# design 1

--- config.mk ---
export PLATFORM = sky130hd
export DESIGN_NAME = bcd_add_seq
export DESIGN_NICKNAME = d
export VERILOG_FILES = /design/src/rtl/bcd_pkg.sv /design/src/rtl/add4.sv /design/src/rtl/bcd_add_seq.sv
export SDC_FILE = /design/constraint.sdc
export NUM_CORES = 1
export LEC_CHECK = 0
export CORE_UTILIZATION = 47
export DETAILED_ROUTE_END_ITERATION = 6
export PLACE_DENSITY = 0.86
export SYNTH_ARGS = -nofsm -noshare
export SYNTH_HDL_FRONTEND = slang
export SYNTH_SLANG_ARGS = --single-unit
--- constraint.sdc ---
create_clock -name clk -period 3.3 [get_ports clk]
set_clock_uncertainty 0.15 [all_clocks]
set_input_delay 0.495 -clock clk [delete_from_list [all_inputs] [get_ports clk]]
set_output_delay 0.495 -clock clk [all_outputs]
set_load 0.01 [all_outputs]
--- src/rtl/bcd_pkg.sv ---
// rtl/bcd_pkg.sv - shared state encoding and BCD constants for bcd_add_seq
package bcd_pkg;

  typedef enum logic [2:0] {
    IDLE   = 3'd0,
    ADD_LO = 3'd1,
    COR_LO = 3'd2,
    ADD_HI = 3'd3,
    COR_HI = 3'd4,
    DONE   = 3'd5
  } state_t;

  localparam logic [3:0] BCD_MAX  = 4'd9;
  localparam logic [3:0] BCD_CORR = 4'd6;

  function automatic logic bad_digit(input logic [3:0] d);
    return d > BCD_MAX;
  endfunction

endpackage

--- src/rtl/add4.sv ---
// rtl/add4.sv - 4-bit ripple-carry binary adder, purely combinational
module add4 (
  input  logic [3:0] A,
  input  logic [3:0] B,
  input  logic       Cin,
  output logic [3:0] Sum,
  output logic       Cout
);

  logic [4:0] c;

  assign c[0] = Cin;

  for (genvar i = 0; i < 4; i++) begin : g_fa
    assign Sum[i]   = A[i] ^ B[i] ^ c[i];
    assign c[i + 1] = (A[i] & B[i]) | (c[i] & (A[i] ^ B[i]));
  end

  assign Cout = c[4];

endmodule

--- src/rtl/bcd_add_seq.sv ---
// rtl/bcd_add_seq.sv - 2-digit packed-BCD adder sharing one 4-bit adder over a 6-state sequence
module bcd_add_seq
  import bcd_pkg::*;
(
  input  logic       clk,
  input  logic       rst_n,
  input  logic       start,
  input  logic [7:0] a_bcd,
  input  logic [7:0] b_bcd,
  input  logic       cin,
  output logic       busy,
  output logic       done,
  output logic [7:0] sum_bcd,
  output logic       cout,
  output logic       err
);

  state_t     state;
  logic [7:0] a_reg;
  logic [7:0] b_reg;
  logic       cin_reg;
  logic [4:0] r;
  logic       dcarry;

  logic [3:0] add_a;
  logic [3:0] add_b;
  logic [3:0] add_sum;
  logic       add_cin;
  logic       add_cout;
  logic       corr;
  logic       bad_op;

  assign corr   = r > {1'b0, BCD_MAX};
  assign bad_op = bad_digit(a_reg[3:0]) | bad_digit(a_reg[7:4]) |
                  bad_digit(b_reg[3:0]) | bad_digit(b_reg[7:4]);

  // Operand mux: the only adder in the design is steered by the current state.
  always_comb begin
    add_a   = 4'd0;
    add_b   = 4'd0;
    add_cin = 1'b0;
    case (state)
      ADD_LO: begin
        add_a   = a_reg[3:0];
        add_b   = b_reg[3:0];
        add_cin = cin_reg;
      end
      ADD_HI: begin
        add_a   = a_reg[7:4];
        add_b   = b_reg[7:4];
        add_cin = dcarry;
      end
      COR_LO, COR_HI: begin
        add_a = r[3:0];
        add_b = corr ? BCD_CORR : 4'd0;
      end
      default: ;
    endcase
  end

  add4 u_add4 (
    .A   (add_a),
    .B   (add_b),
    .Cin (add_cin),
    .Sum (add_sum),
    .Cout(add_cout)
  );

  always_ff @(posedge clk or negedge rst_n) begin
    if (!rst_n) begin
      state   <= IDLE;
      busy    <= 1'b0;
      done    <= 1'b0;
      sum_bcd <= 8'h00;
      cout    <= 1'b0;
      err     <= 1'b0;
      a_reg   <= 8'h00;
      b_reg   <= 8'h00;
      cin_reg <= 1'b0;
      r       <= 5'd0;
      dcarry  <= 1'b0;
    end else begin
      case (state)
        IDLE: begin
          if (start) begin
            a_reg   <= a_bcd;
            b_reg   <= b_bcd;
            cin_reg <= cin;
            sum_bcd <= 8'h00;
            cout    <= 1'b0;
            err     <= 1'b0;
            busy    <= 1'b1;
            state   <= ADD_LO;
          end
        end
        ADD_LO: begin
          // Captured digits are screened here so a bad operand never reaches the result.
          if (bad_op) begin
            err   <= 1'b1;
            done  <= 1'b1;
            state <= DONE;
          end else begin
            r     <= {add_cout, add_sum};
            state <= COR_LO;
          end
        end
        COR_LO: begin
          sum_bcd[3:0] <= add_sum;
          dcarry       <= corr;
          state        <= ADD_HI;
        end
        ADD_HI: begin
          r     <= {add_cout, add_sum};
          state <= COR_HI;
        end
        COR_HI: begin
          sum_bcd[7:4] <= add_sum;
          cout         <= corr;
          done         <= 1'b1;
          state        <= DONE;
        end
        DONE: begin
          done  <= 1'b0;
          busy  <= 1'b0;
          state <= IDLE;
        end
        default: begin
          done  <= 1'b0;
          busy  <= 1'b0;
          state <= IDLE;
        end
      endcase
    end
  end

endmodule
Figure 1. Gate-type map (design 1).
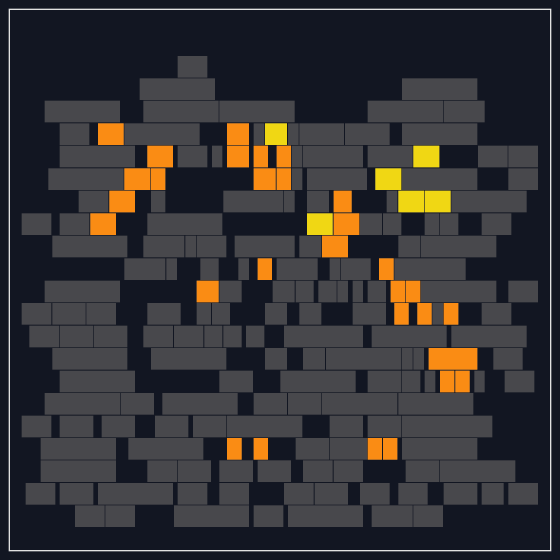
color	family	cells	most used
orange	aoi and oai cells	30	o21ai_0
yellow	non-inverting ao/oa cells	6	a22o_1

Figure 2. Nets reached from selected ports (design 1).
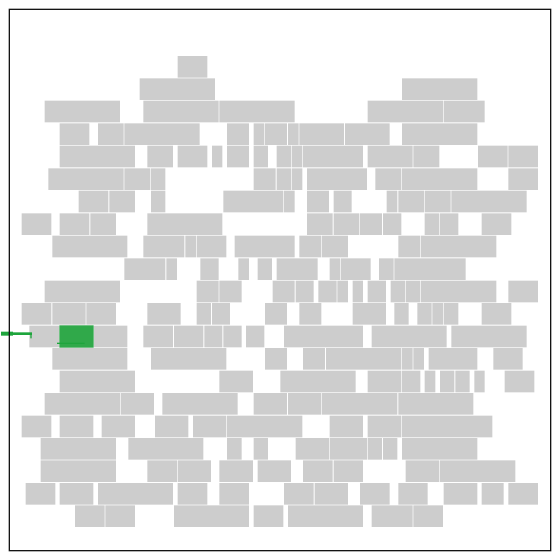
color	port	direction	end cells	wire
green	cin	input	1	5.80 µm
IO buf count: 31
number of top-level pins: 32

==> GITHUB_STEP_SUMMARY <==
### Flow metrics

| Metric | Value |
|---|---|
| Outcome | complete, no violations |
| RSZ-0062 raised after global routing | false |
| Post-route setup slack | 0.180 ns |
| Nets | 215 |
| CTS resizes | 0 |
| Top cells, area | dfrtp_1 (50%), mux2_2 (14%), fa_1 (4.2%) |
| CLK BUF | 5 |
| Non-CTS buffers | 42 |
| Worst-Margin Slew | 0.459 ns |
| Avg Inst Size Synth | 12.7 µm² |
| Met3 WL | 197 µm |
| CTS Buf Count | 5 |
| GRT met3 Usage | 5.38% |
| P&R area growth vs syn | 26.6% |
| Clk tree area frac | 4.56% |
| Met2 WL | 1.77 mm |
| Total grt overflow | 0 |
| GP Congestion | 0.873 |
| Final wirelength | 3.80 mm |
| Top delay family on crit path | adder cells |
| Xor/xnor share of the synthesized area | 0% |
| Pleak | 0.997 nW |
| Vias | 1292 |
| M1 WL | 1.78 mm |
| Latency at later pin | 0.29 ns |
| Die height | 65.3 µm |
| Yosys Instances | 149 |
| Busiest grt layer | met2 |
| Residual DRC | 0 |
| H-tree depth | 2 |
| Seq cells post-synth | 38 |
| Reg-to-Reg Start | state[1] |
| Flop share of the area | 39.9% |
| Adder-cell share of the synthesized area | 4.25% |
| CP bufs+invs | 2 |
| First-pass GRT wire length | 6.80 mm |
| CP startpoint | state[1] |
| Final Hold Violating Endpoints | 0 |
| Critical Path RT | 3.33 ns |
| Most numerous logic cells after layout | dfrtp_1 (37), clkdlybuf4s50_1 (31), mux2_2 (23), buf_4 (11), o21ai_0 (9) |
worst reg2reg max path, delay by kind of cell (launching register included):
| kind | cells | cell delay, ns |
|---|---|---|
| flip-flops | 1 | 0.46 |
| buffers and inverters | 2 | 0.28 |
| AND-OR/OR-AND | 1 | 0.10 |
| adder cells (fa/ha/maj) | 4 | 1.45 |
| AND/OR/NAND/NOR | 2 | 0.29 |
| multiplexers | 1 | 0.27 |
logic make-up (layout without fill, tap and decap cells):
kind of cell / after synthesis / count (layout)
flops: 38 / 38
fa+ha+maj: 4 / 4
mux: 31 / 31
simple gates: 28 / 28
compound gates: 36 / 36
buf+inv: 12 / 55
path summary, 6_finish.rpt:
path | cells past startpoint | to | slack, ns
worst max-delay path | 10 | r[3] | 0.18
worst min-delay path | 1 | sum_bcd[4] | 0.35
worst max register to register | 10 | r[3] | 0.18
worst min register to register | 1 | sum_bcd[4] | 0.35
max in group asynchronous | 2 | state[1] | 2.18
min in group asynchronous | 2 | done | 0.47
power by group:
part	leakage, nW	internal [mW]	switching (mW)
clock	0.0579	0.222	0.161
sequential	0.471	0.688	0.183
combinational	0.468	0.676	0.603

# design 2

### src/rtl/cic_integ_decim.sv
// -----------------------------------------------------------------------------
// cic_integ_decim
//
// Single-stage (N=1) CIC integrator with built-in decimation by R = 2**LOG2R.
// Every accepted input sample is sign-extended to Wout bits and added into a
// wrapping accumulator. Every R-th accepted sample the new accumulator value,
// including that sample, is registered onto data_out, and val_out pulses for
// one cycle. The outputs feed a downstream comb stage.
//
// Parameters
//   Win    input sample width (signed two's complement), default 16
//   LOG2R  log2 of the decimation factor, legal range 1..6, default 2
//   Wout   Win + LOG2R, output/accumulator width (derived, not overridable)
//
// Ports
//   clk       in   rising-edge clock for all state
//   rst       in   synchronous active-high reset; overrides a same-cycle sample
//   val_in    in   data_in is valid; each high edge is one accepted sample
//   data_in   in   signed input sample, Win bits
//   val_out   out  one-cycle pulse marking a decimated sample
//   data_out  out  signed decimated integrator output, Wout bits
//
// Build option
//   CIC_DEC_ZERO_EN  when defined, data_out reads 0 in every cycle val_out is
//                    low; otherwise data_out holds the last emitted value.
// -----------------------------------------------------------------------------
module cic_integ_decim #(
  parameter  int Win   = 16,
  parameter  int LOG2R = 2,
  localparam int Wout  = Win + LOG2R
) (
  input  logic                   clk,
  input  logic                   rst,
  input  logic                   val_in,
  input  logic signed [Win-1:0]  data_in,
  output logic                   val_out,
  output logic signed [Wout-1:0] data_out
);

  // Last phase of a frame. R-1 is all ones in a LOG2R-bit counter, so the
  // counter wraps from R-1 to 0 by plain binary overflow.
  localparam logic [LOG2R-1:0] CNT_LAST = '1;

  typedef enum logic {
    FILL = 1'b0,  // fewer than R-1 samples of the current frame accepted
    EMIT = 1'b1   // next accepted sample completes the frame
  } state_t;

  function automatic logic signed [Wout-1:0] sext(input logic signed [Win-1:0] x);
    return {{LOG2R{x[Win-1]}}, x};
  endfunction

  state_t                  state_q, state_d;
  logic [LOG2R-1:0]        cnt_q, cnt_d;
  logic signed [Wout-1:0]  acc_q, acc_d;
  logic signed [Wout-1:0]  data_out_q, data_out_d;
  logic                    val_out_q, val_out_d;
  logic                    emit;

  // Next-state: integrate, advance phase, and decide whether this accepted
  // sample closes the frame. Accumulator wraps modulo 2**Wout on purpose:
  // the comb stage's subtraction cancels the wrap.
  always_comb begin
    acc_d      = acc_q;
    cnt_d      = cnt_q;
    state_d    = state_q;
    emit       = 1'b0;
    val_out_d  = 1'b0;
`ifdef CIC_DEC_ZERO_EN
    data_out_d = '0;
`else
    data_out_d = data_out_q;
`endif

    if (val_in) begin
      acc_d   = acc_q + sext(data_in);
      cnt_d   = cnt_q + 1'b1;
      emit    = (state_q == EMIT);
      state_d = (cnt_d == CNT_LAST) ? EMIT : FILL;
    end

    if (emit) begin
      val_out_d  = 1'b1;
      data_out_d = acc_d;
    end
  end

  // State register; reset clears the partial frame and wins over val_in.
  always_ff @(posedge clk) begin
    if (rst) begin
      state_q    <= FILL;
      cnt_q      <= '0;
      acc_q      <= '0;
      data_out_q <= '0;
      val_out_q  <= 1'b0;
    end else begin
      state_q    <= state_d;
      cnt_q      <= cnt_d;
      acc_q      <= acc_d;
      data_out_q <= data_out_d;
      val_out_q  <= val_out_d;
    end
  end

  assign val_out  = val_out_q;
  assign data_out = data_out_q;

endmodule

### config.mk
export PLATFORM = sky130hd
export DESIGN_NAME = cic_integ_decim
export DESIGN_NICKNAME = d
export VERILOG_FILES = /design/src/rtl/cic_integ_decim.sv
export SDC_FILE = /design/constraint.sdc
export NUM_CORES = 1
export LEC_CHECK = 0
export ABC_AREA = 1
export CAP_MARGIN = 40
export CORE_ASPECT_RATIO = 0.8
export CORE_MARGIN = 3
export CORE_UTILIZATION = 40
export DETAILED_ROUTE_END_ITERATION = 10
export GPL_TIMING_DRIVEN = 0
export PLACE_DENSITY = 0.6
export SYNTH_ARGS = -nofsm -noshare
export SYNTH_HDL_FRONTEND = slang
export SYNTH_SLANG_ARGS = --single-unit
### constraint.sdc
create_clock -name clk -period 4.3 [get_ports clk]
set_input_delay 0.645 -clock clk [delete_from_list [all_inputs] [get_ports clk]]
set_output_delay 0.645 -clock clk [all_outputs]
set_load 0.02 [all_outputs]
Figure 3. Clock network drawn from the DEF (design 2).
Bar = 20 µm.
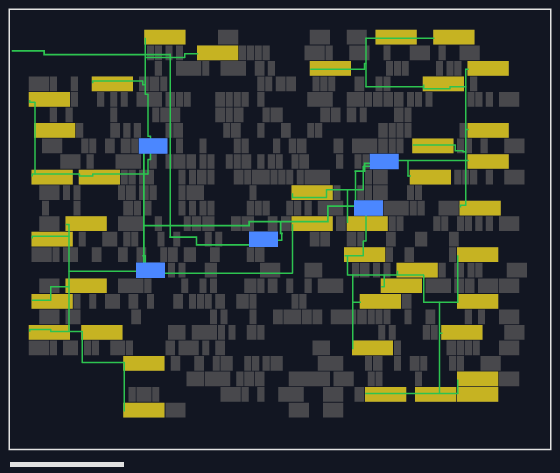
[green] clock wires | length: 594 µm
[blue] clock drivers | count: 5
[yellow] flip-flops | count: 40
routed clock nets	6
P_clk: 245 µW
Layout Skew: 0.0101 ns

Figure 4. Clock routing (design 2).
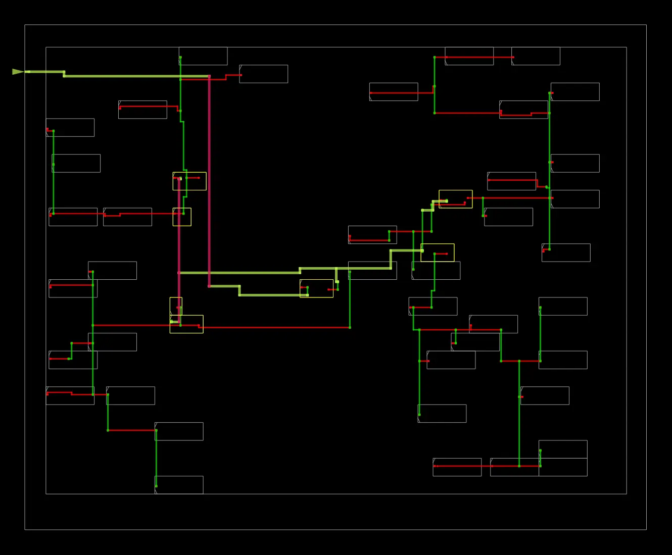
CLK BUF: 5
clock sink total: 40
CTS Buf Count: 5

[synthesized netlist by cell type]
master    number  area [µm²]
nand2_2        5        31.3
fa_1           1        20.0
dfxtp_1       40         801
clkbuf_1       4        15.0
nor3_1         2        10.0
nand2_1       94         353
xnor2_1        4        35.0
a21oi_1       15        75.1
nor2_1        65         244
nand4_1        1        6.26
nand3_2        1        10.0
nor2_2         3        18.8
o21ai_0       18        90.1
ha_1          18         225
buf_1          1        3.75
o211ai_1       7        52.6
nand3b_1       2        15.0
a21oi_2        2        17.5
xor2_1         2        17.5
nand3_1       40         200
and2_1         2        12.5
inv_1         61         229
buf_2          4        20.0
clkinv_1       2        7.51
[logic make-up after synthesis]
kind of cell             after synthesis  share of synthesized area [%]
adder cells (fa/ha/maj)               19                           9.77
flip-flops                            40                           31.9
buffers and inverters                 72                           11.0
AND/OR/NAND/NOR                      215                           35.9
XOR/XNOR                               6                           2.09
AND-OR/OR-AND                         42                           9.37
[per-layer routing]
layer  share of wire, %  track usage [%]  vias up  routed length (µm)
met1                 56             28.5     1037                3490
met4               0.85             4.47        0                  53
li1                   -                -     1318                   -
met3                5.2             3.63        5                 328
met2                 38             26.7       41                2390
met5                  0                0        -                   0
==> GITHUB_STEP_SUMMARY <==
### Flow metrics

| Metric | Value |
|---|---|
| Share of layout cells above drive strength 1 | 5.03% |
| Peak supply drop | 0.137 mV |
| Tool warnings | 26 |
| Switching share of power | 35.3% |
| Clk pin slew, worst setup/hold paths | 0.08 ns |
| Total GRT Usage | 18.7% |
| Residual DRC | 0 |
| Final Hold Violating Endpoints | 0 |
| Drt pass-1 iters | 4 |
| Critical path's largest stage delay | 0.47 ns |
| Seq cells post-synth | 40 |
| Hold wc startpoint | data_out[1] |
| Die width | 94.6 µm |
| Crit path to | data_out[12] |
| Power Sequential | 415 µW |
| Outcome | complete, no violations |
| HPWL Detailed | 4.86 mm |
| Mapped Area | 2510 µm² |
| Yosys stat area | 2510 µm² |
| Most common logic cell in the routed design | nand2_1 |
| Non-clk invs | 63 |
| Top delay family on crit path | simple AND/OR/NAND/NOR gates |
| Distinct cells, synth | 24 |
| First-pass GRT wire length | 10.7 mm |
| Post-DRT Antenna Nets | 0 |
| DP Cell Count | 511 |
| Flop Count | 40 |
| Core Area | 6010 µm² |
| Avg Inst Size Synth | 6.37 µm² |
| Die area | 7270 µm² |
| Initial DRC Count | 106 |
| WS Path Type | input port to register |

# design 3

Figure 5. Clock network drawn from the DEF (design 3).
Bar = 50 µm.
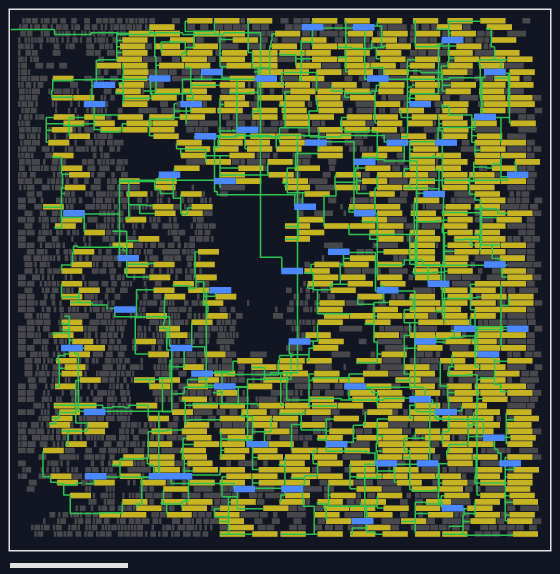
===== config.mk =====
export PLATFORM = sky130hd
export DESIGN_NAME = gemm_tile_streamer
export DESIGN_NICKNAME = d
export VERILOG_FILES = /design/src/rtl/gemm_stream_pkg.sv /design/src/rtl/gemm_chunk_fifo.sv /design/src/rtl/gemm_tile_streamer.sv
export SDC_FILE = /design/constraint.sdc
export NUM_CORES = 1
export LEC_CHECK = 0
export ABC_CLOCK_PERIOD_IN_PS = 13500
export CAP_MARGIN = 20
export CORE_MARGIN = 3
export CORE_UTILIZATION = 57
export DETAILED_ROUTE_END_ITERATION = 10
export GPL_ROUTABILITY_DRIVEN = 0
export GPL_TIMING_DRIVEN = 0
export HOLD_SLACK_MARGIN = 0.05
export PLACE_DENSITY_LB_ADDON = 0.25
export SLEW_MARGIN = 20
export SYNTH_ARGS = -nofsm -noshare
export SYNTH_HDL_FRONTEND = slang
export SYNTH_SLANG_ARGS = --single-unit

===== constraint.sdc =====
create_clock -name clk -period 13.5 [get_ports clk]
set_input_delay 1.35 -clock clk [delete_from_list [all_inputs] [get_ports clk]]
set_output_delay 1.35 -clock clk [all_outputs]
set_load 0.01 [all_outputs]

===== src/rtl/gemm_stream_pkg.sv =====
// Shared types for the GEMM tile read streamer: FSM states and the buffered chunk record.
package gemm_stream_pkg;
   localparam int CHUNK_BYTES = 16;

   typedef enum logic [1:0] {IDLE, ISSUE, DRAIN, DONE} stream_state_e;

   typedef struct packed {
      logic [8*CHUNK_BYTES-1:0] data;
      logic [4:0]               bytes;
      logic                     row_last;
      logic                     tile_last;
   } chunk_t;
endpackage


===== src/rtl/gemm_chunk_fifo.sv =====
// Synchronous chunk FIFO; a push is accepted while full when a pop happens in the same cycle.
module gemm_chunk_fifo
   import gemm_stream_pkg::*;
#(
   parameter int DEPTH = 4
) (
   input  logic   clk,
   input  logic   rst,
   input  logic   push,
   input  logic   pop,
   input  chunk_t din,
   output chunk_t dout,
   output logic   full,
   output logic   empty
);
   localparam int PW = $clog2(DEPTH);

   chunk_t      mem_q [DEPTH];
   logic [PW:0] wr_ptr_q;
   logic [PW:0] rd_ptr_q;
   logic        do_push;
   logic        do_pop;

   // Extra pointer bit distinguishes full from empty when the indices match.
   assign empty   = (wr_ptr_q == rd_ptr_q);
   assign full    = (wr_ptr_q[PW] != rd_ptr_q[PW]) &&
                    (wr_ptr_q[PW-1:0] == rd_ptr_q[PW-1:0]);
   assign do_pop  = pop && !empty;
   assign do_push = push && (!full || do_pop);
   assign dout    = mem_q[rd_ptr_q[PW-1:0]];

   always_ff @(posedge clk or posedge rst) begin
      if (rst) begin
         wr_ptr_q <= '0;
         rd_ptr_q <= '0;
      end else begin
         if (do_push) wr_ptr_q <= wr_ptr_q + 1'b1;
         if (do_pop)  rd_ptr_q <= rd_ptr_q + 1'b1;
      end
   end

   always_ff @(posedge clk) begin
      if (do_push) mem_q[wr_ptr_q[PW-1:0]] <= din;
   end
endmodule


===== src/rtl/gemm_tile_streamer.sv =====
// Walks a matrix tile row by row, issues masked 16-byte reads and streams chunks out.
// Define GEMM_STREAM_PERF_EN to add the stall and chunk performance counters.
module gemm_tile_streamer
   import gemm_stream_pkg::*;
#(
   parameter int ADDR_W     = 32,
   parameter int FIFO_DEPTH = 4,
   parameter int DIM_W      = 8
) (
   input  logic              clk,
   input  logic              rst,
   input  logic              start,
   input  logic [ADDR_W-1:0] cfg_base,
   input  logic [DIM_W-1:0]  cfg_rows,
   input  logic [DIM_W-1:0]  cfg_row_bytes,
   input  logic [ADDR_W-1:0] cfg_stride,
   output logic              busy,
   output logic              done,
   output logic              interface_en,
   output logic              interface_rdwr,
   output logic [ADDR_W-1:0] interface_addr,
   output logic [4:0]        interface_control,
   output logic [127:0]      interface_wr_data,
   input  logic [127:0]      interface_rd_data,
   output logic              out_valid,
   input  logic              out_ready,
   output logic [127:0]      out_data,
   output logic [4:0]        out_bytes,
   output logic              out_row_last,
   output logic              out_tile_last
`ifdef GEMM_STREAM_PERF_EN
   ,
   output logic [31:0]       perf_stall_cycles,
   output logic [31:0]       perf_chunks
`endif
);
   localparam logic [DIM_W-1:0] CHUNK_DIM = DIM_W'(CHUNK_BYTES);

   stream_state_e     state_q, state_d;
   logic [DIM_W-1:0]  rows_q, row_bytes_q, row_idx_q, off_q, remaining;
   logic [ADDR_W-1:0] stride_q, row_addr_q;
   logic              start_ok, zero_cmd, pop, row_last, tile_last;
   logic              fifo_full, fifo_empty;
   logic [4:0]        chunk_ctl;
   chunk_t            push_chunk, head;

   assign start_ok  = start && (state_q == IDLE);
   assign zero_cmd  = (cfg_rows == '0) || (cfg_row_bytes == '0);
   assign remaining = row_bytes_q - off_q;
   assign chunk_ctl = (remaining >= CHUNK_DIM) ? 5'd16 : remaining[4:0];
   assign row_last  = (remaining <= CHUNK_DIM);
   assign tile_last = row_last && (row_idx_q == rows_q - DIM_W'(1));
   assign pop       = out_valid && out_ready;

   assign interface_en      = (state_q == ISSUE) && (!fifo_full || pop);
   assign interface_rdwr    = 1'b0;
   assign interface_wr_data = '0;
   assign interface_addr    = interface_en ? row_addr_q + ADDR_W'(off_q) : '0;
   assign interface_control = interface_en ? chunk_ctl : '0;

   assign busy = (state_q != IDLE);
   assign done = (state_q == DONE);

   // Bytes past the chunk's valid count are forced to zero before buffering.
   always_comb begin
      push_chunk           = '0;
      push_chunk.bytes     = chunk_ctl;
      push_chunk.row_last  = row_last;
      push_chunk.tile_last = tile_last;
      for (int k = 0; k < CHUNK_BYTES; k++) begin
         if (5'(k) < chunk_ctl) push_chunk.data[k*8 +: 8] = interface_rd_data[k*8 +: 8];
      end
   end

   always_comb begin
      state_d = state_q;
      unique case (state_q)
         IDLE:    if (start) state_d = zero_cmd ? DONE : ISSUE;
         ISSUE:   if (interface_en && tile_last) state_d = DRAIN;
         DRAIN:   if (fifo_empty) state_d = DONE;
         DONE:    state_d = IDLE;
         default: state_d = IDLE;
      endcase
   end

   always_ff @(posedge clk or posedge rst) begin
      if (rst) state_q <= IDLE;
      else     state_q <= state_d;
   end

   always_ff @(posedge clk or posedge rst) begin
      if (rst) begin
         rows_q      <= '0;
         row_bytes_q <= '0;
         stride_q    <= '0;
         row_addr_q  <= '0;
         row_idx_q   <= '0;
         off_q       <= '0;
      end else if (start_ok) begin
         rows_q      <= cfg_rows;
         row_bytes_q <= cfg_row_bytes;
         stride_q    <= cfg_stride;
         row_addr_q  <= cfg_base;
         row_idx_q   <= '0;
         off_q       <= '0;
      end else if (interface_en) begin
         if (row_last) begin
            row_idx_q  <= row_idx_q + DIM_W'(1);
            row_addr_q <= row_addr_q + stride_q;
            off_q      <= '0;
         end else begin
            off_q <= off_q + CHUNK_DIM;
         end
      end
   end

   gemm_chunk_fifo #(.DEPTH(FIFO_DEPTH)) u_fifo (
      .clk   (clk),
      .rst   (rst),
      .push  (interface_en),
      .pop   (pop),
      .din   (push_chunk),
      .dout  (head),
      .full  (fifo_full),
      .empty (fifo_empty)
   );

   assign out_valid     = !fifo_empty;
   assign out_data      = head.data;
   assign out_bytes     = head.bytes;
   assign out_row_last  = head.row_last;
   assign out_tile_last = head.tile_last;

`ifdef GEMM_STREAM_PERF_EN
   logic stall_evt;
   assign stall_evt = (state_q == ISSUE) && fifo_full && !pop;

   always_ff @(posedge clk or posedge rst) begin
      if (rst) begin
         perf_stall_cycles <= '0;
         perf_chunks       <= '0;
      end else if (start_ok) begin
         perf_stall_cycles <= '0;
         perf_chunks       <= '0;
      end else begin
         if (stall_evt && !(&perf_stall_cycles)) perf_stall_cycles <= perf_stall_cycles + 32'd1;
         if (interface_en && !(&perf_chunks))    perf_chunks       <= perf_chunks + 32'd1;
      end
   end
`endif
endmodule


==> GITHUB_STEP_SUMMARY <==
### Flow metrics

| Metric | Value |
|---|---|
| Outcome | complete, no violations |
| Vias per cell | 5.58 |
| Final wirelength | 71.0 mm |
| CTS Buf Count | 60 |
| Critical Path AT | 4.41 ns |
| Most common logic cell in the routed design | edfxtp_1 |
| Pint | 5.43 mW |
| Largest net degree at the start of global routing | 55 |
| Clock sink total | 640 |
| Area of placed instances | 33900 µm² |
| Post-DRT Antenna Nets | 0 |
| WS Path Type | register to primary output |
| Top cell area share | 57.2% |
| CP Cell Sequence | clkbuf_1 -> buf_1 -> buf_1 -> mux4_2 -> clkdlybuf4s50_1 |
| Clk tree area frac | 5.42% |
| Most common reg cell | edfxtp_1 |
| Tcrit/Tclk final | 42.7% |
| Die width | 229 µm |
| Buffering overhead | 15.1% |
| Core Util, Final | 73.0% |
| First-pass GRT wire length | 108 mm |
| Startpoint types | register |
| Avg WL per Cell | 22.5 µm |
| P&R area growth vs syn | 26.3% |
| Slack of the worst reg-to-reg path | 9.41 ns |
| Flop Count | 640 |
| Max-slew violations | 0 |
| AO/OA Area Share | 4.23% |
| DP Cell Count | 3052 |
| Final Hold Violating Endpoints | 0 |
| CP Capture Type | primary output |
| Max Freq | 173 MHz |
| Final setup TNS | 0 ns |
| Post-route setup slack | 7.74 ns |
| Die area | 52400 µm² |
| Nets | 2715 |
| Xor/xnor share of the synthesized area | 2.23% |
| Worst path depth | 5 |
| Logic share of the area | 24.5% |
| Comb gates | 1123 |
| Core Area | 49100 µm² |
| Most numerous logic cells after layout | edfxtp_1 (540), clkdlybuf4s50_1 (387), nand2_1 (207), mux4_2 (135) |
| Ys async rst share | 15.6% |
| Initial DRC Count | 1407 |
| N_taps | 664 |
| Worst-Margin Slew | 1.05 ns |
| Gate power share | 43.7% |
| Clock share of power | 20.2% |
| IO buf count | 387 |
| Share of layout cells above drive strength 1 | 15.4% |
| Yosys stat area | 28300 µm² |
| Reg power frac | 36.1% |
| Clock Tree Buf Depth | 3 |
| Worst hold slack | 0.491 ns |
| Most frequent CP cell | buf_1 |
| Critical path's largest stage delay | 0.78 ns |
| Hold wc startpoint | stride_q[18] |
| NetSw | 2.89 mW |
| Residual DRC | 0 |
| RSZ-0062 raised after global routing | false |
| Layout Skew | 0.0312 ns |
| Area leader, netlist | edfxtp_1 |
| Power Total | 8.32 mW |
| Hold EP | stride_q[18] |
| # diodes | 2 |
About Figure 5:
[blue] clock drivers | count: 60
[green] clock wires | length: 6880 µm
[yellow] flip-flops | count: 640
routed clock nets	61

==> flip-flops by register name, indices dropped and copies added, names as in the netlist <==
| signal | cells |
|---|---|
| row_idx_q | 8 |
| u_fifo.rd_ptr_q | 3 |
| rows_q | 8 |
| off_q | 4 |
| u_fifo.wr_ptr_q | 3 |
| stride_q | 32 |
| state_q | 2 |
| u_fifo.mem_q | 540 |
| row_bytes_q | 8 |
| row_addr_q | 32 |
==> routing by layer <==
metal	wire, µm	global-route usage [%]	vias up
met5	29	0	-
met4	2090	8.02	4
met3	5380	5.13	137
met2	37100	47.3	799
met1	26400	34.3	8766
li1	-	-	7904
==> worst reg2reg max path, cell delays in order, from the launching register on <==
cell and delay (ns):
dfrtp_1 0.44, inv_1 0.12, ha_1 0.34, o21a_1 0.18, o21a_1 0.17, or3_1 0.41
nand2_1 0.09, o21a_1 0.15, buf_4 0.16, nand3_1 0.38, nor2_1 0.69, nand2_1 0.39
and2_1 0.31

# design 4

Figure 6. Wiring by layer (design 4).
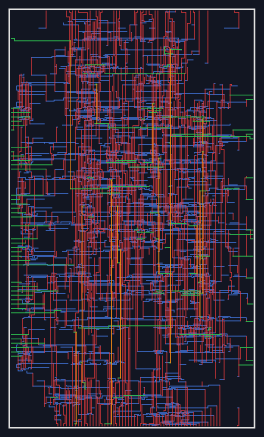
Figure 7. Gate-type map (design 4).
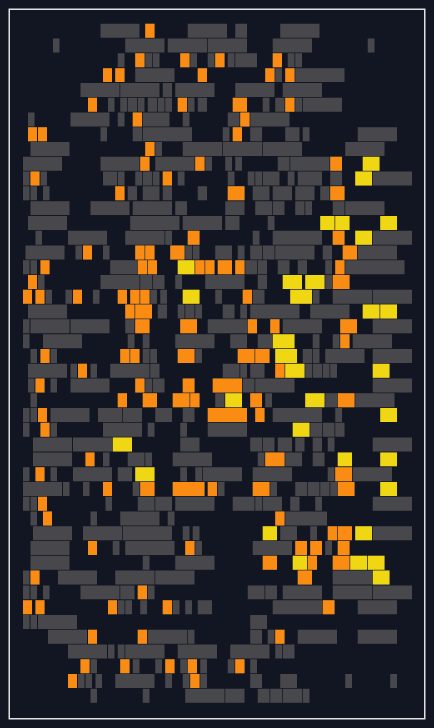
### src/rtl/wb_prog_loader.sv
// wb_prog_loader: Wishbone classic slave that streams program words into the
// osiris_i instruction memory and holds the core in reset until firmware sets
// the run bit.
// Optional build macro: WB_PROG_LOADER_CHECKSUM_EN adds a read-only running
// checksum register at offset 0x10; without it that offset is unmapped.
module wb_prog_loader #(
    parameter logic [31:0] BASE_ADDR = 32'h3000_0000,
    parameter int          MEM_AW    = 10,
    parameter int          CNT_W     = 16
) (
    input  logic              clk,
    input  logic              rst_n,
    input  logic              wb_cyc_i,
    input  logic              wb_stb_i,
    input  logic              wb_we_i,
    input  logic [31:0]       wb_adr_i,
    input  logic [31:0]       wb_dat_i,
    output logic [31:0]       wb_dat_o,
    output logic              wb_ack_o,
    output logic              mem_we_o,
    output logic [MEM_AW-1:0] mem_addr_o,
    output logic [31:0]       mem_wdata_o,
    input  logic              mem_ready_i,
    output logic              core_rst_n_o
);

    typedef enum logic [1:0] {
        IDLE   = 2'd0,
        MEM_WR = 2'd1,
        ACK    = 2'd2
    } state_t;

    // Word offsets within the 256-byte window.
    localparam logic [5:0] OFF_CTRL   = 6'h00;
    localparam logic [5:0] OFF_STATUS = 6'h01;
    localparam logic [5:0] OFF_PTR    = 6'h02;
    localparam logic [5:0] OFF_DATA   = 6'h03;
`ifdef WB_PROG_LOADER_CHECKSUM_EN
    localparam logic [5:0] OFF_CSUM   = 6'h04;
`endif

    state_t            state_q;
    logic [MEM_AW-1:0] ptr_q;
    logic [CNT_W-1:0]  count_q;
    logic              run_q;
    logic              err_q;
    logic              wrap_q;
`ifdef WB_PROG_LOADER_CHECKSUM_EN
    logic [31:0]       csum_q;
`endif

    logic              req;
    logic [5:0]        off;
    logic [31:0]       rdata_d;
    logic [CNT_W-1:0]  count_d;
    logic              unused_adr;

    // Byte-lane bits of the address carry no information for word registers.
    assign unused_adr = ^wb_adr_i[1:0];

    // Request decode: only cycles aimed at our 256-byte window are seen.
    always_comb begin
        req = wb_cyc_i && wb_stb_i && (wb_adr_i[31:8] == BASE_ADDR[31:8]);
        off = wb_adr_i[7:2];
    end

    // Read mux and saturating increment of the loaded-word counter.
    always_comb begin
        rdata_d = '0;
        case (off)
            OFF_CTRL:   rdata_d = {31'b0, run_q};
            OFF_STATUS: rdata_d = {16'(count_q), 13'b0, wrap_q, err_q, run_q};
            OFF_PTR:    rdata_d = 32'({ptr_q, 2'b00});
`ifdef WB_PROG_LOADER_CHECKSUM_EN
            OFF_CSUM:   rdata_d = csum_q;
`endif
            default:    rdata_d = '0;
        endcase
        count_d = (count_q == '1) ? count_q : count_q + CNT_W'(1);
    end

    // Bus FSM with registered outputs; also owns all loader state.
    always_ff @(posedge clk) begin
        if (!rst_n) begin
            state_q      <= IDLE;
            wb_ack_o     <= 1'b0;
            wb_dat_o     <= '0;
            mem_we_o     <= 1'b0;
            mem_addr_o   <= '0;
            mem_wdata_o  <= '0;
            core_rst_n_o <= 1'b0;
            ptr_q        <= '0;
            count_q      <= '0;
            run_q        <= 1'b0;
            err_q        <= 1'b0;
            wrap_q       <= 1'b0;
`ifdef WB_PROG_LOADER_CHECKSUM_EN
            csum_q       <= '0;
`endif
        end else begin
            // The core follows run with one register of delay.
            core_rst_n_o <= run_q;
            case (state_q)
                IDLE: begin
                    if (req) begin
                        if (wb_we_i && (off == OFF_DATA) && !run_q) begin
                            mem_we_o    <= 1'b1;
                            mem_addr_o  <= ptr_q;
                            mem_wdata_o <= wb_dat_i;
                            state_q     <= MEM_WR;
                        end else begin
                            wb_ack_o <= 1'b1;
                            state_q  <= ACK;
                            if (!wb_we_i) begin
                                wb_dat_o <= rdata_d;
                            end else begin
                                case (off)
                                    OFF_CTRL: begin
                                        // Clear and run may land together.
                                        run_q <= wb_dat_i[0];
                                        if (wb_dat_i[1]) begin
                                            count_q <= '0;
                                            err_q   <= 1'b0;
                                            wrap_q  <= 1'b0;
`ifdef WB_PROG_LOADER_CHECKSUM_EN
                                            csum_q  <= '0;
`endif
                                        end
                                    end
                                    OFF_PTR:  ptr_q <= wb_dat_i[MEM_AW+1:2];
                                    // Only reachable while the core runs.
                                    OFF_DATA: err_q <= 1'b1;
                                    default:  ;
                                endcase
                            end
                        end
                    end
                end
                MEM_WR: begin
                    // Hold the write request stable until the memory takes it.
                    if (mem_ready_i) begin
                        mem_we_o <= 1'b0;
                        ptr_q    <= ptr_q + MEM_AW'(1);
                        count_q  <= count_d;
                        if (ptr_q == '1) begin
                            wrap_q <= 1'b1;
                        end
`ifdef WB_PROG_LOADER_CHECKSUM_EN
                        csum_q   <= csum_q + mem_wdata_o;
`endif
                        wb_ack_o <= 1'b1;
                        state_q  <= ACK;
                    end
                end
                ACK: begin
                    wb_ack_o <= 1'b0;
                    wb_dat_o <= '0;
                    state_q  <= IDLE;
                end
                default: state_q <= IDLE;
            endcase
        end
    end

endmodule

### config.mk
export PLATFORM = sky130hd
export DESIGN_NAME = wb_prog_loader
export DESIGN_NICKNAME = d
export VERILOG_FILES = /design/src/rtl/wb_prog_loader.sv
export SDC_FILE = /design/constraint.sdc
export NUM_CORES = 1
export LEC_CHECK = 0
export CORE_ASPECT_RATIO = 1.75
export CORE_MARGIN = 2
export CORE_UTILIZATION = 50
export DETAILED_ROUTE_END_ITERATION = 8
export DONT_BUFFER_PORTS = 1
export PLACE_DENSITY = 0.67
export SLEW_MARGIN = 40
export SYNTH_ARGS = -nofsm -noshare
export SYNTH_HDL_FRONTEND = slang
export SYNTH_SLANG_ARGS = --single-unit
### constraint.sdc
create_clock -name clk -period 5.88 [get_ports clk]
set_input_delay 1.764 -clock clk [delete_from_list [all_inputs] [get_ports clk]]
set_output_delay 1.764 -clock clk [all_outputs]
set_load 0.01 [all_outputs]
==> GITHUB_STEP_SUMMARY <==
### Flow metrics

| Metric | Value |
|---|---|
| Outcome | complete, no violations |
| Row count | 46 |
| Final wirelength | 12.8 mm |
| Critical-path maximum fanout | 29 |
| NetSw | 284 µW |
| Clk pin slew, worst setup/hold paths | 0.07 ns |
| Largest regs | mem_wdata_o x32, wb_dat_o x28, count_q x16 |
| Clock sink total | 104 |
| Mux share | 1.10% |
| Die area | 9930 µm² |
| GRT met3 Usage | 5.05% |
| Mapped Area | 4560 µm² |
| Ys async rst share | 0% |
| Worst min-delay path class | register to register |
| Pwr/cell area | 277 nW/µm² |
| Post-route setup slack | 2.36 ns |
| Yosys top cell by instances | nand2_1 |
| Critical Path AT | 3.80 ns |
| Post-DRT Antenna Nets | 0 |
| Drt pass-1 iters | 5 |
| Post CTS Setup Buffer Count | 0 |
| Most instantiated cells after synthesis | nand2_1 (130), dfxtp_1 (104), a21oi_1 (68) |
| CTS resizes | 0 |
| Yosys stat area | 4560 µm² |
| Final Hold Violating Endpoints | 0 |
| Max-slew violations | 0 |
| Pleak | 1.58 nW |
| Area leader, netlist | dfxtp_1 |
| Setup slack at placement | 1.98 ns |
| Hold path depth | 2 |
| Synth Instances | 554 |
| Tool warnings | 28 |
| P_clk | 623 µW |
| Yosys Instances | 554 |
| Crit path to | mem_wdata_o[30] |
| Final setup TNS | 0 ns |
| Distinct cells, synth | 65 |
| Core Util, Final | 54.2% |
| Power Total | 1.35 mW |
| Core Area | 8980 µm² |
| Top cells, area | dfxtp_1 (46%), nand2_1 (11%), a21oi_1 (7.5%) |
| GR Util met2 | 48.5% |
| Slew Limit Headroom | 48.8% |
| Met2 WL | 7.08 mm |
| Top non-seq family | simple AND/OR/NAND/NOR gates |
| Clock share of power | 46.1% |
| Avg Inst Size Synth | 8.23 µm² |
| Total grt overflow | 0 |
| # diodes | 0 |
| RSZ-0062 raised after global routing | false |
| Tcrit/Tclk final | 59.9% |
| DP Cell Count | 637 |
Notes on Figure 6 above:
color	layer	wire length
orange	metal 4	532 µm
blue	metal 1	4580 µm
green	metal 3	654 µm
red	metal 2	7080 µm

Notes on Figure 7 above:
color	family	cells	most used
yellow	non-inverting ao/oa cells	32	a22o_1
orange	aoi and oai cells	123	a21oi_1

==> worst max-delay path: stages <==
cell	delay, ns
or4_4	0.56
nor2_2	0.25
and4_1	0.53
buf_4	0.39
nand2_1	0.11
a21oi_1	0.16
==> cells in the final DEF, fill, tap and decap left out, drive strengths merged, types with 2 or more instances in the layout <==
master    Yosys  layout
o31ai         3       3
a311oi        6       6
nor4         10      10
o21a          4       4
inv           7       8
o21ai        18      18
nand2b        3       3
nand4b        3       3
xnor2         2       2
nand2       130     130
nand3        23      23
mux2i         5       5
and3          5       5
o221a         3       3
a22o         16      16
a21oi        68      68
nand3b        2       2
o32ai         2       2
clkinvlp      0       2
and2          2       2
or2           2       2
dfxtp       104     104
buf          18       4
conb          1       4
or3           2       2
ha            2       2
a21bo         2       2
nor3          5       5
nand4         9       9
o41ai         2       2
and4          5       5
nor4bb        3       3
a31oi         8       8
nor2         25      25
a211oi        9       9
clkbuf       26      11
==> final cells by class <==
type                       count  area (µm²)
multi-input combinational    402        2260
clock inverter                 5        62.6
clock buffer                  11         253
timing repair buffer           4        30.0
fill                         886        4110
tap                          120         150
inverter                       7        26.3
sequential                   104        2080

# design 5

### config.mk
export PLATFORM = sky130hd
export DESIGN_NAME = estagio_ex
export DESIGN_NICKNAME = d
export VERILOG_FILES = /design/src/rtl/estagio_ex_pkg.sv /design/src/rtl/estagio_ex_fwd_mux.sv /design/src/rtl/estagio_ex.sv
export SDC_FILE = /design/constraint.sdc
export NUM_CORES = 1
export LEC_CHECK = 0
export ABC_CLOCK_PERIOD_IN_PS = 3310
export CAP_MARGIN = 40
export CORE_ASPECT_RATIO = 1.5
export CORE_UTILIZATION = 25
export CTS_CLUSTER_SIZE = 14
export DETAILED_ROUTE_END_ITERATION = 10
export PLACE_DENSITY = 0.56
export SKIP_CTS_REPAIR_TIMING = 1
export SLEW_MARGIN = 0
export SYNTH_ARGS = -nofsm -noshare
export SYNTH_HDL_FRONTEND = slang
export SYNTH_HIERARCHICAL = 1
export SYNTH_SLANG_ARGS = --single-unit
### constraint.sdc
create_clock -name clk -period 3.31 [get_ports clk]
set_clock_uncertainty 0.05 [all_clocks]
set_input_delay 0.662 -clock clk [delete_from_list [all_inputs] [get_ports clk]]
set_output_delay 0.662 -clock clk [all_outputs]
set_load 0.1 [all_outputs]
### src/rtl/estagio_ex_pkg.sv
// Shared constants for the execute stage and the ALU it drives.
// Opcodes, widths and the forwarding source encoding live here.
package estagio_ex_pkg;

    localparam int DATA_W = 32;
    localparam int REG_W  = 5;
    localparam int OP_W   = 4;

    localparam logic [OP_W-1:0] ALU_AND = 4'b0000;
    localparam logic [OP_W-1:0] ALU_OR  = 4'b0001;
    localparam logic [OP_W-1:0] ALU_ADD = 4'b0010;
    localparam logic [OP_W-1:0] ALU_SUB = 4'b0110;
    localparam logic [OP_W-1:0] ALU_SLT = 4'b0111;
    localparam logic [OP_W-1:0] ALU_LUI = 4'b1011;

    typedef enum logic [1:0] {
        FWD_NONE,
        FWD_EX,
        FWD_WB
    } fwd_sel_t;

    // A producer matches only when it writes a nonzero register.
    function automatic logic fwd_hit(
        input logic             valid,
        input logic             reg_write,
        input logic [REG_W-1:0] rd,
        input logic [REG_W-1:0] src
    );
        return valid && reg_write && (rd == src) && (src != '0);
    endfunction

endpackage

### src/rtl/estagio_ex_fwd_mux.sv
// Operand bypass select: EX result first, then WB result, else the
// register-file value. Register 0 always takes the register-file value.
module fwd_mux
    import estagio_ex_pkg::*;
#(
    parameter int DATA_W = estagio_ex_pkg::DATA_W
) (
    input  logic [REG_W-1:0]  src,
    input  logic [DATA_W-1:0] src_val,
    input  logic              ex_valid,
    input  logic              ex_reg_write,
    input  logic [REG_W-1:0]  ex_rd,
    input  logic [DATA_W-1:0] ex_result,
    input  logic              wb_valid,
    input  logic              wb_reg_write,
    input  logic [REG_W-1:0]  wb_rd,
    input  logic [DATA_W-1:0] wb_result,
    output logic [DATA_W-1:0] val
);

    fwd_sel_t sel;

    always_comb begin
        sel = FWD_NONE;
        if (fwd_hit(ex_valid, ex_reg_write, ex_rd, src)) begin
            sel = FWD_EX;
        end else if (fwd_hit(wb_valid, wb_reg_write, wb_rd, src)) begin
            sel = FWD_WB;
        end
    end

    always_comb begin
        val = src_val;
        case (sel)
            FWD_EX:  val = ex_result;
            FWD_WB:  val = wb_result;
            default: val = src_val;
        endcase
    end

endmodule

### src/rtl/estagio_ex.sv
// Execute stage: forwards operands, drives an external ALU and
// registers its result behind a valid/ready handshake to memory.
module estagio_ex
    import estagio_ex_pkg::*;
#(
    parameter int DATA_W = estagio_ex_pkg::DATA_W
) (
    input  logic              clk,
    input  logic              rst_n,
    input  logic              id_valid,
    output logic              id_ready,
    input  logic [REG_W-1:0]  id_rs,
    input  logic [REG_W-1:0]  id_rt,
    input  logic [REG_W-1:0]  id_rd,
    input  logic [DATA_W-1:0] id_rs_val,
    input  logic [DATA_W-1:0] id_rt_val,
    input  logic [DATA_W-1:0] id_imm,
    input  logic              id_use_imm,
    input  logic [OP_W-1:0]   id_op,
    input  logic [4:0]        id_shamt,
    input  logic              id_reg_write,
    input  logic              flush,
    output logic [DATA_W-1:0] ula_in1,
    output logic [DATA_W-1:0] ula_in2,
    output logic [OP_W-1:0]   ula_op,
    output logic [4:0]        ula_shamt,
    input  logic [DATA_W-1:0] ula_result,
    input  logic              ula_zero,
    output logic              ex_valid,
    input  logic              mem_ready,
    output logic [DATA_W-1:0] ex_result,
    output logic              ex_zero,
    output logic [DATA_W-1:0] ex_store_data,
    output logic [REG_W-1:0]  ex_rd,
    output logic              ex_reg_write,
    input  logic              wb_valid,
    input  logic              wb_reg_write,
    input  logic [REG_W-1:0]  wb_rd,
    input  logic [DATA_W-1:0] wb_result
);

    logic [DATA_W-1:0] fwd_rs;
    logic [DATA_W-1:0] fwd_rt;
    logic              accept;
    logic              drain;

    fwd_mux #(.DATA_W(DATA_W)) u_fwd_rs (
        .src          (id_rs),
        .src_val      (id_rs_val),
        .ex_valid     (ex_valid),
        .ex_reg_write (ex_reg_write),
        .ex_rd        (ex_rd),
        .ex_result    (ex_result),
        .wb_valid     (wb_valid),
        .wb_reg_write (wb_reg_write),
        .wb_rd        (wb_rd),
        .wb_result    (wb_result),
        .val          (fwd_rs)
    );

    fwd_mux #(.DATA_W(DATA_W)) u_fwd_rt (
        .src          (id_rt),
        .src_val      (id_rt_val),
        .ex_valid     (ex_valid),
        .ex_reg_write (ex_reg_write),
        .ex_rd        (ex_rd),
        .ex_result    (ex_result),
        .wb_valid     (wb_valid),
        .wb_reg_write (wb_reg_write),
        .wb_rd        (wb_rd),
        .wb_result    (wb_result),
        .val          (fwd_rt)
    );

    assign ula_in1   = fwd_rs;
    assign ula_in2   = id_use_imm ? id_imm : fwd_rt;
    assign ula_op    = id_op;
    assign ula_shamt = id_shamt;

    // Flush blocks intake so nothing slips in while the pipe is discarded.
    assign id_ready = !flush && (!ex_valid || mem_ready);
    assign accept   = id_valid && id_ready;
    assign drain    = ex_valid && mem_ready;

    always_ff @(posedge clk or negedge rst_n) begin
        if (!rst_n) begin
            ex_valid      <= 1'b0;
            ex_result     <= '0;
            ex_zero       <= 1'b0;
            ex_store_data <= '0;
            ex_rd         <= '0;
            ex_reg_write  <= 1'b0;
        end else if (flush) begin
            ex_valid <= 1'b0;
        end else if (accept) begin
            ex_valid      <= 1'b1;
            ex_result     <= ula_result;
            ex_zero       <= ula_zero;
            ex_store_data <= fwd_rt;
            ex_rd         <= id_rd;
            ex_reg_write  <= id_reg_write;
        end else if (drain) begin
            ex_valid <= 1'b0;
        end
    end

endmodule

==> GITHUB_STEP_SUMMARY <==
### Flow metrics

| Metric | Value |
|---|---|
| Critical-path maximum fanout | 7 |
| Residual DRC | 0 |
| Largest cell class | non-clock buffers |
| Area leader, netlist | dfrtp_1 |
| Tmin final | 3.50 ns |
| Comb. pwr | 3.30 mW |
| Share of layout cells above drive strength 1 | 52.9% |
| CLK BUF | 13 |
| Vias | 6330 |
| Syn. warnings | 6 |
| Avg Inst Size Synth | 10.6 µm² |
| Post-DRT Antenna Nets | 0 |
| P_clk | 1.02 mW |
| H-tree depth | 3 |
| GR Util met2 | 43.0% |
| IO buf count | 326 |
| Highest-power group | combinational cells |
| Clock share of power | 18.4% |
| Clk pin slew, worst setup/hold paths | 0.07 ns |
| Reg-to-reg endpoint | ex_store_data[23] |
| Post-route setup slack | -0.185 ns |
| First-pass GRT wire length | 41.2 mm |
| Critical Path AT | 2.78 ns |
| Tool warnings | 28 |
| Violated checks | setup timing |
| Synth Instances | 553 |
| Final setup TNS | -7.56 ns |
| Gate power share | 59.6% |
| Mapped Area | 5880 µm² |
| Met2 WL | 15.8 mm |
| Total grt overflow | 0 |
| Flop share of the area | 15.2% |
| Setup-failing EPs final | 64 |
| Worst min-delay path class | input port to async pin |
| Max layer used | met4 |
| Yosys Instances | 553 |
| Max Freq | 286 MHz |
| Logic cell area | 4500 µm² |
| Slack of the worst reg-to-reg path | 0.86 ns |
| Core Util, Final | 51.6% |
| Setup slack at placement | -0.679 ns |
| Register-to-Register Path Depth | 7 |
| Max Cap Viol | 0 |
| Seq cells post-synth | 72 |
| Non-CTS buffers | 431 |
| Core Area | 23100 µm² |
| Buffering overhead | 41.1% |
| Total GRT Usage | 23.3% |
| Outcome | finished with violations |
| Synth Seq Share | 30.6% |
| N_taps | 315 |
| Ys async rst share | 100% |
| Vias per cell | 5.09 |
| NetSw | 2.77 mW |
| Post-route insts no fill | 1243 |
| Worst hold slack | 0.218 ns |
| M1 WL | 10.8 mm |
| Root Driver | clkbuf_16 |
| Most numerous logic cells after layout | clkdlybuf4s50_1 (178), buf_4 (144), mux2_4 (102), buf_12 (81), dfrtp_1 (67) |
| Distinct cells, synth | 27 |
==> cell usage after synthesis (7+ instances only) <==
library cell,number
buf_12,7
nor4_1,64
buf_6,7
o21ai_0,64
buf_4,9
mux2_2,31
clkbuf_1,47
nand3_1,64
a31oi_2,60
xnor2_1,14
mux2_4,70
dfrtp_1,72
==> worst max-delay path, cell delays in order (launching register included) <==
cell and delay (ns):
dfrtp_4 0.49, xor2_1 0.15, or4_4 0.56, or3_4 0.44, buf_12 0.18, a31oi_4 0.24, mux2_4 0.20, buf_12 0.17
==> cells by family (layout without fill, tap and decap cells) <==
family                 count (synthesis)  in the layout  share of synthesized area, %
AND-OR/OR-AND                        132            132                          19.2
XOR/XNOR                              20             20                          2.98
buffers and inverters                 75            447                          8.29
flip-flops                            72             72                          30.6
multiplexers                         103            103                          24.2
other                                  0              3                             0
AND/OR/NAND/NOR                      151            151                          14.7
==> sequential cells by signal, indices dropped and copies added (netlist names) <==
register / count
ex_valid: 1
ex_rd: 5
ex_zero: 1
ex_result: 32
ex_store_data: 32
ex_reg_write: 1
Figure 8. Clock network drawn from the DEF (design 5).
Bar = 50 µm.
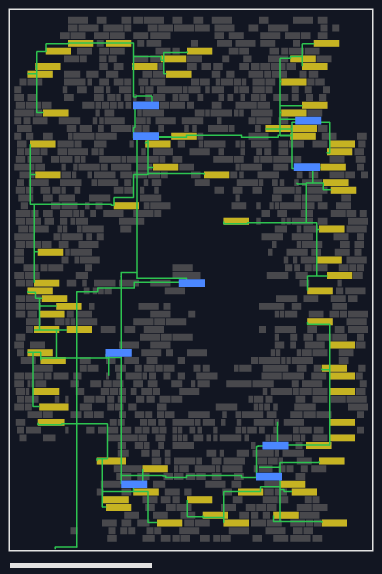
[green] clock wires | length: 1320 µm
[yellow] flip-flops | count: 72
[blue] clock drivers | count: 9
routed clock nets	10

Figure 9. Wiring by layer (design 5).
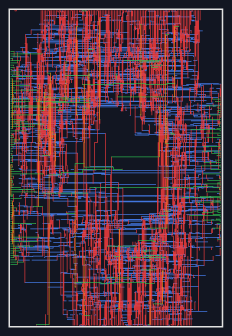
color	layer	wire length
green	metal 3	1470 µm
red	metal 2	15800 µm
orange	metal 4	1110 µm
blue	metal 1	10800 µm

Figure 10. Gate-type map (design 5).
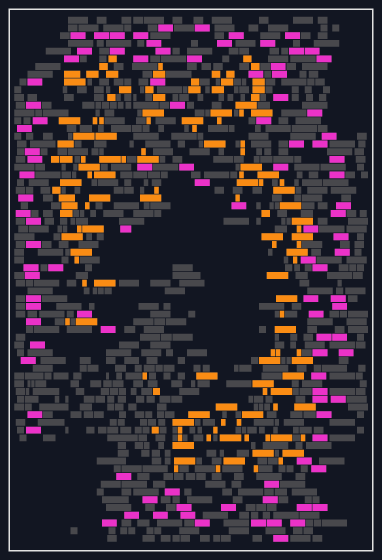
color	family	cells	most used
orange	aoi and oai cells	130	a31oi_4
magenta	mux cells	103	mux2_4



## Gallery

Wiring by layer.
picture 1
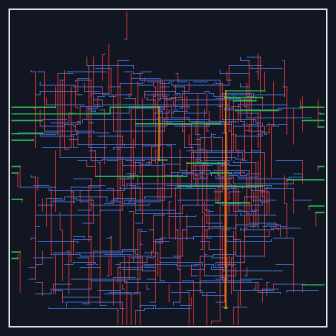
picture 2
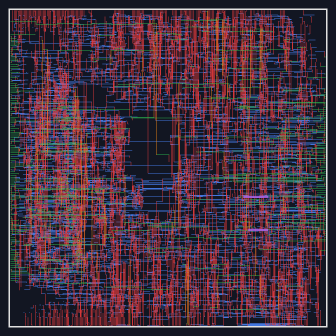
picture 3
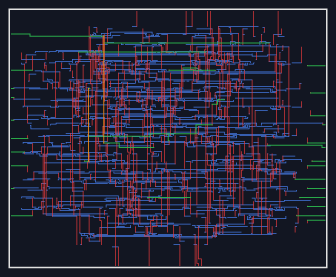
Design 1 is picture 1.
Design 2 is picture 3.
Design 3 is picture 2.
- most wire: picture 2
- least wire: picture 1

Power is estimated from default activity; no workload was simulated.
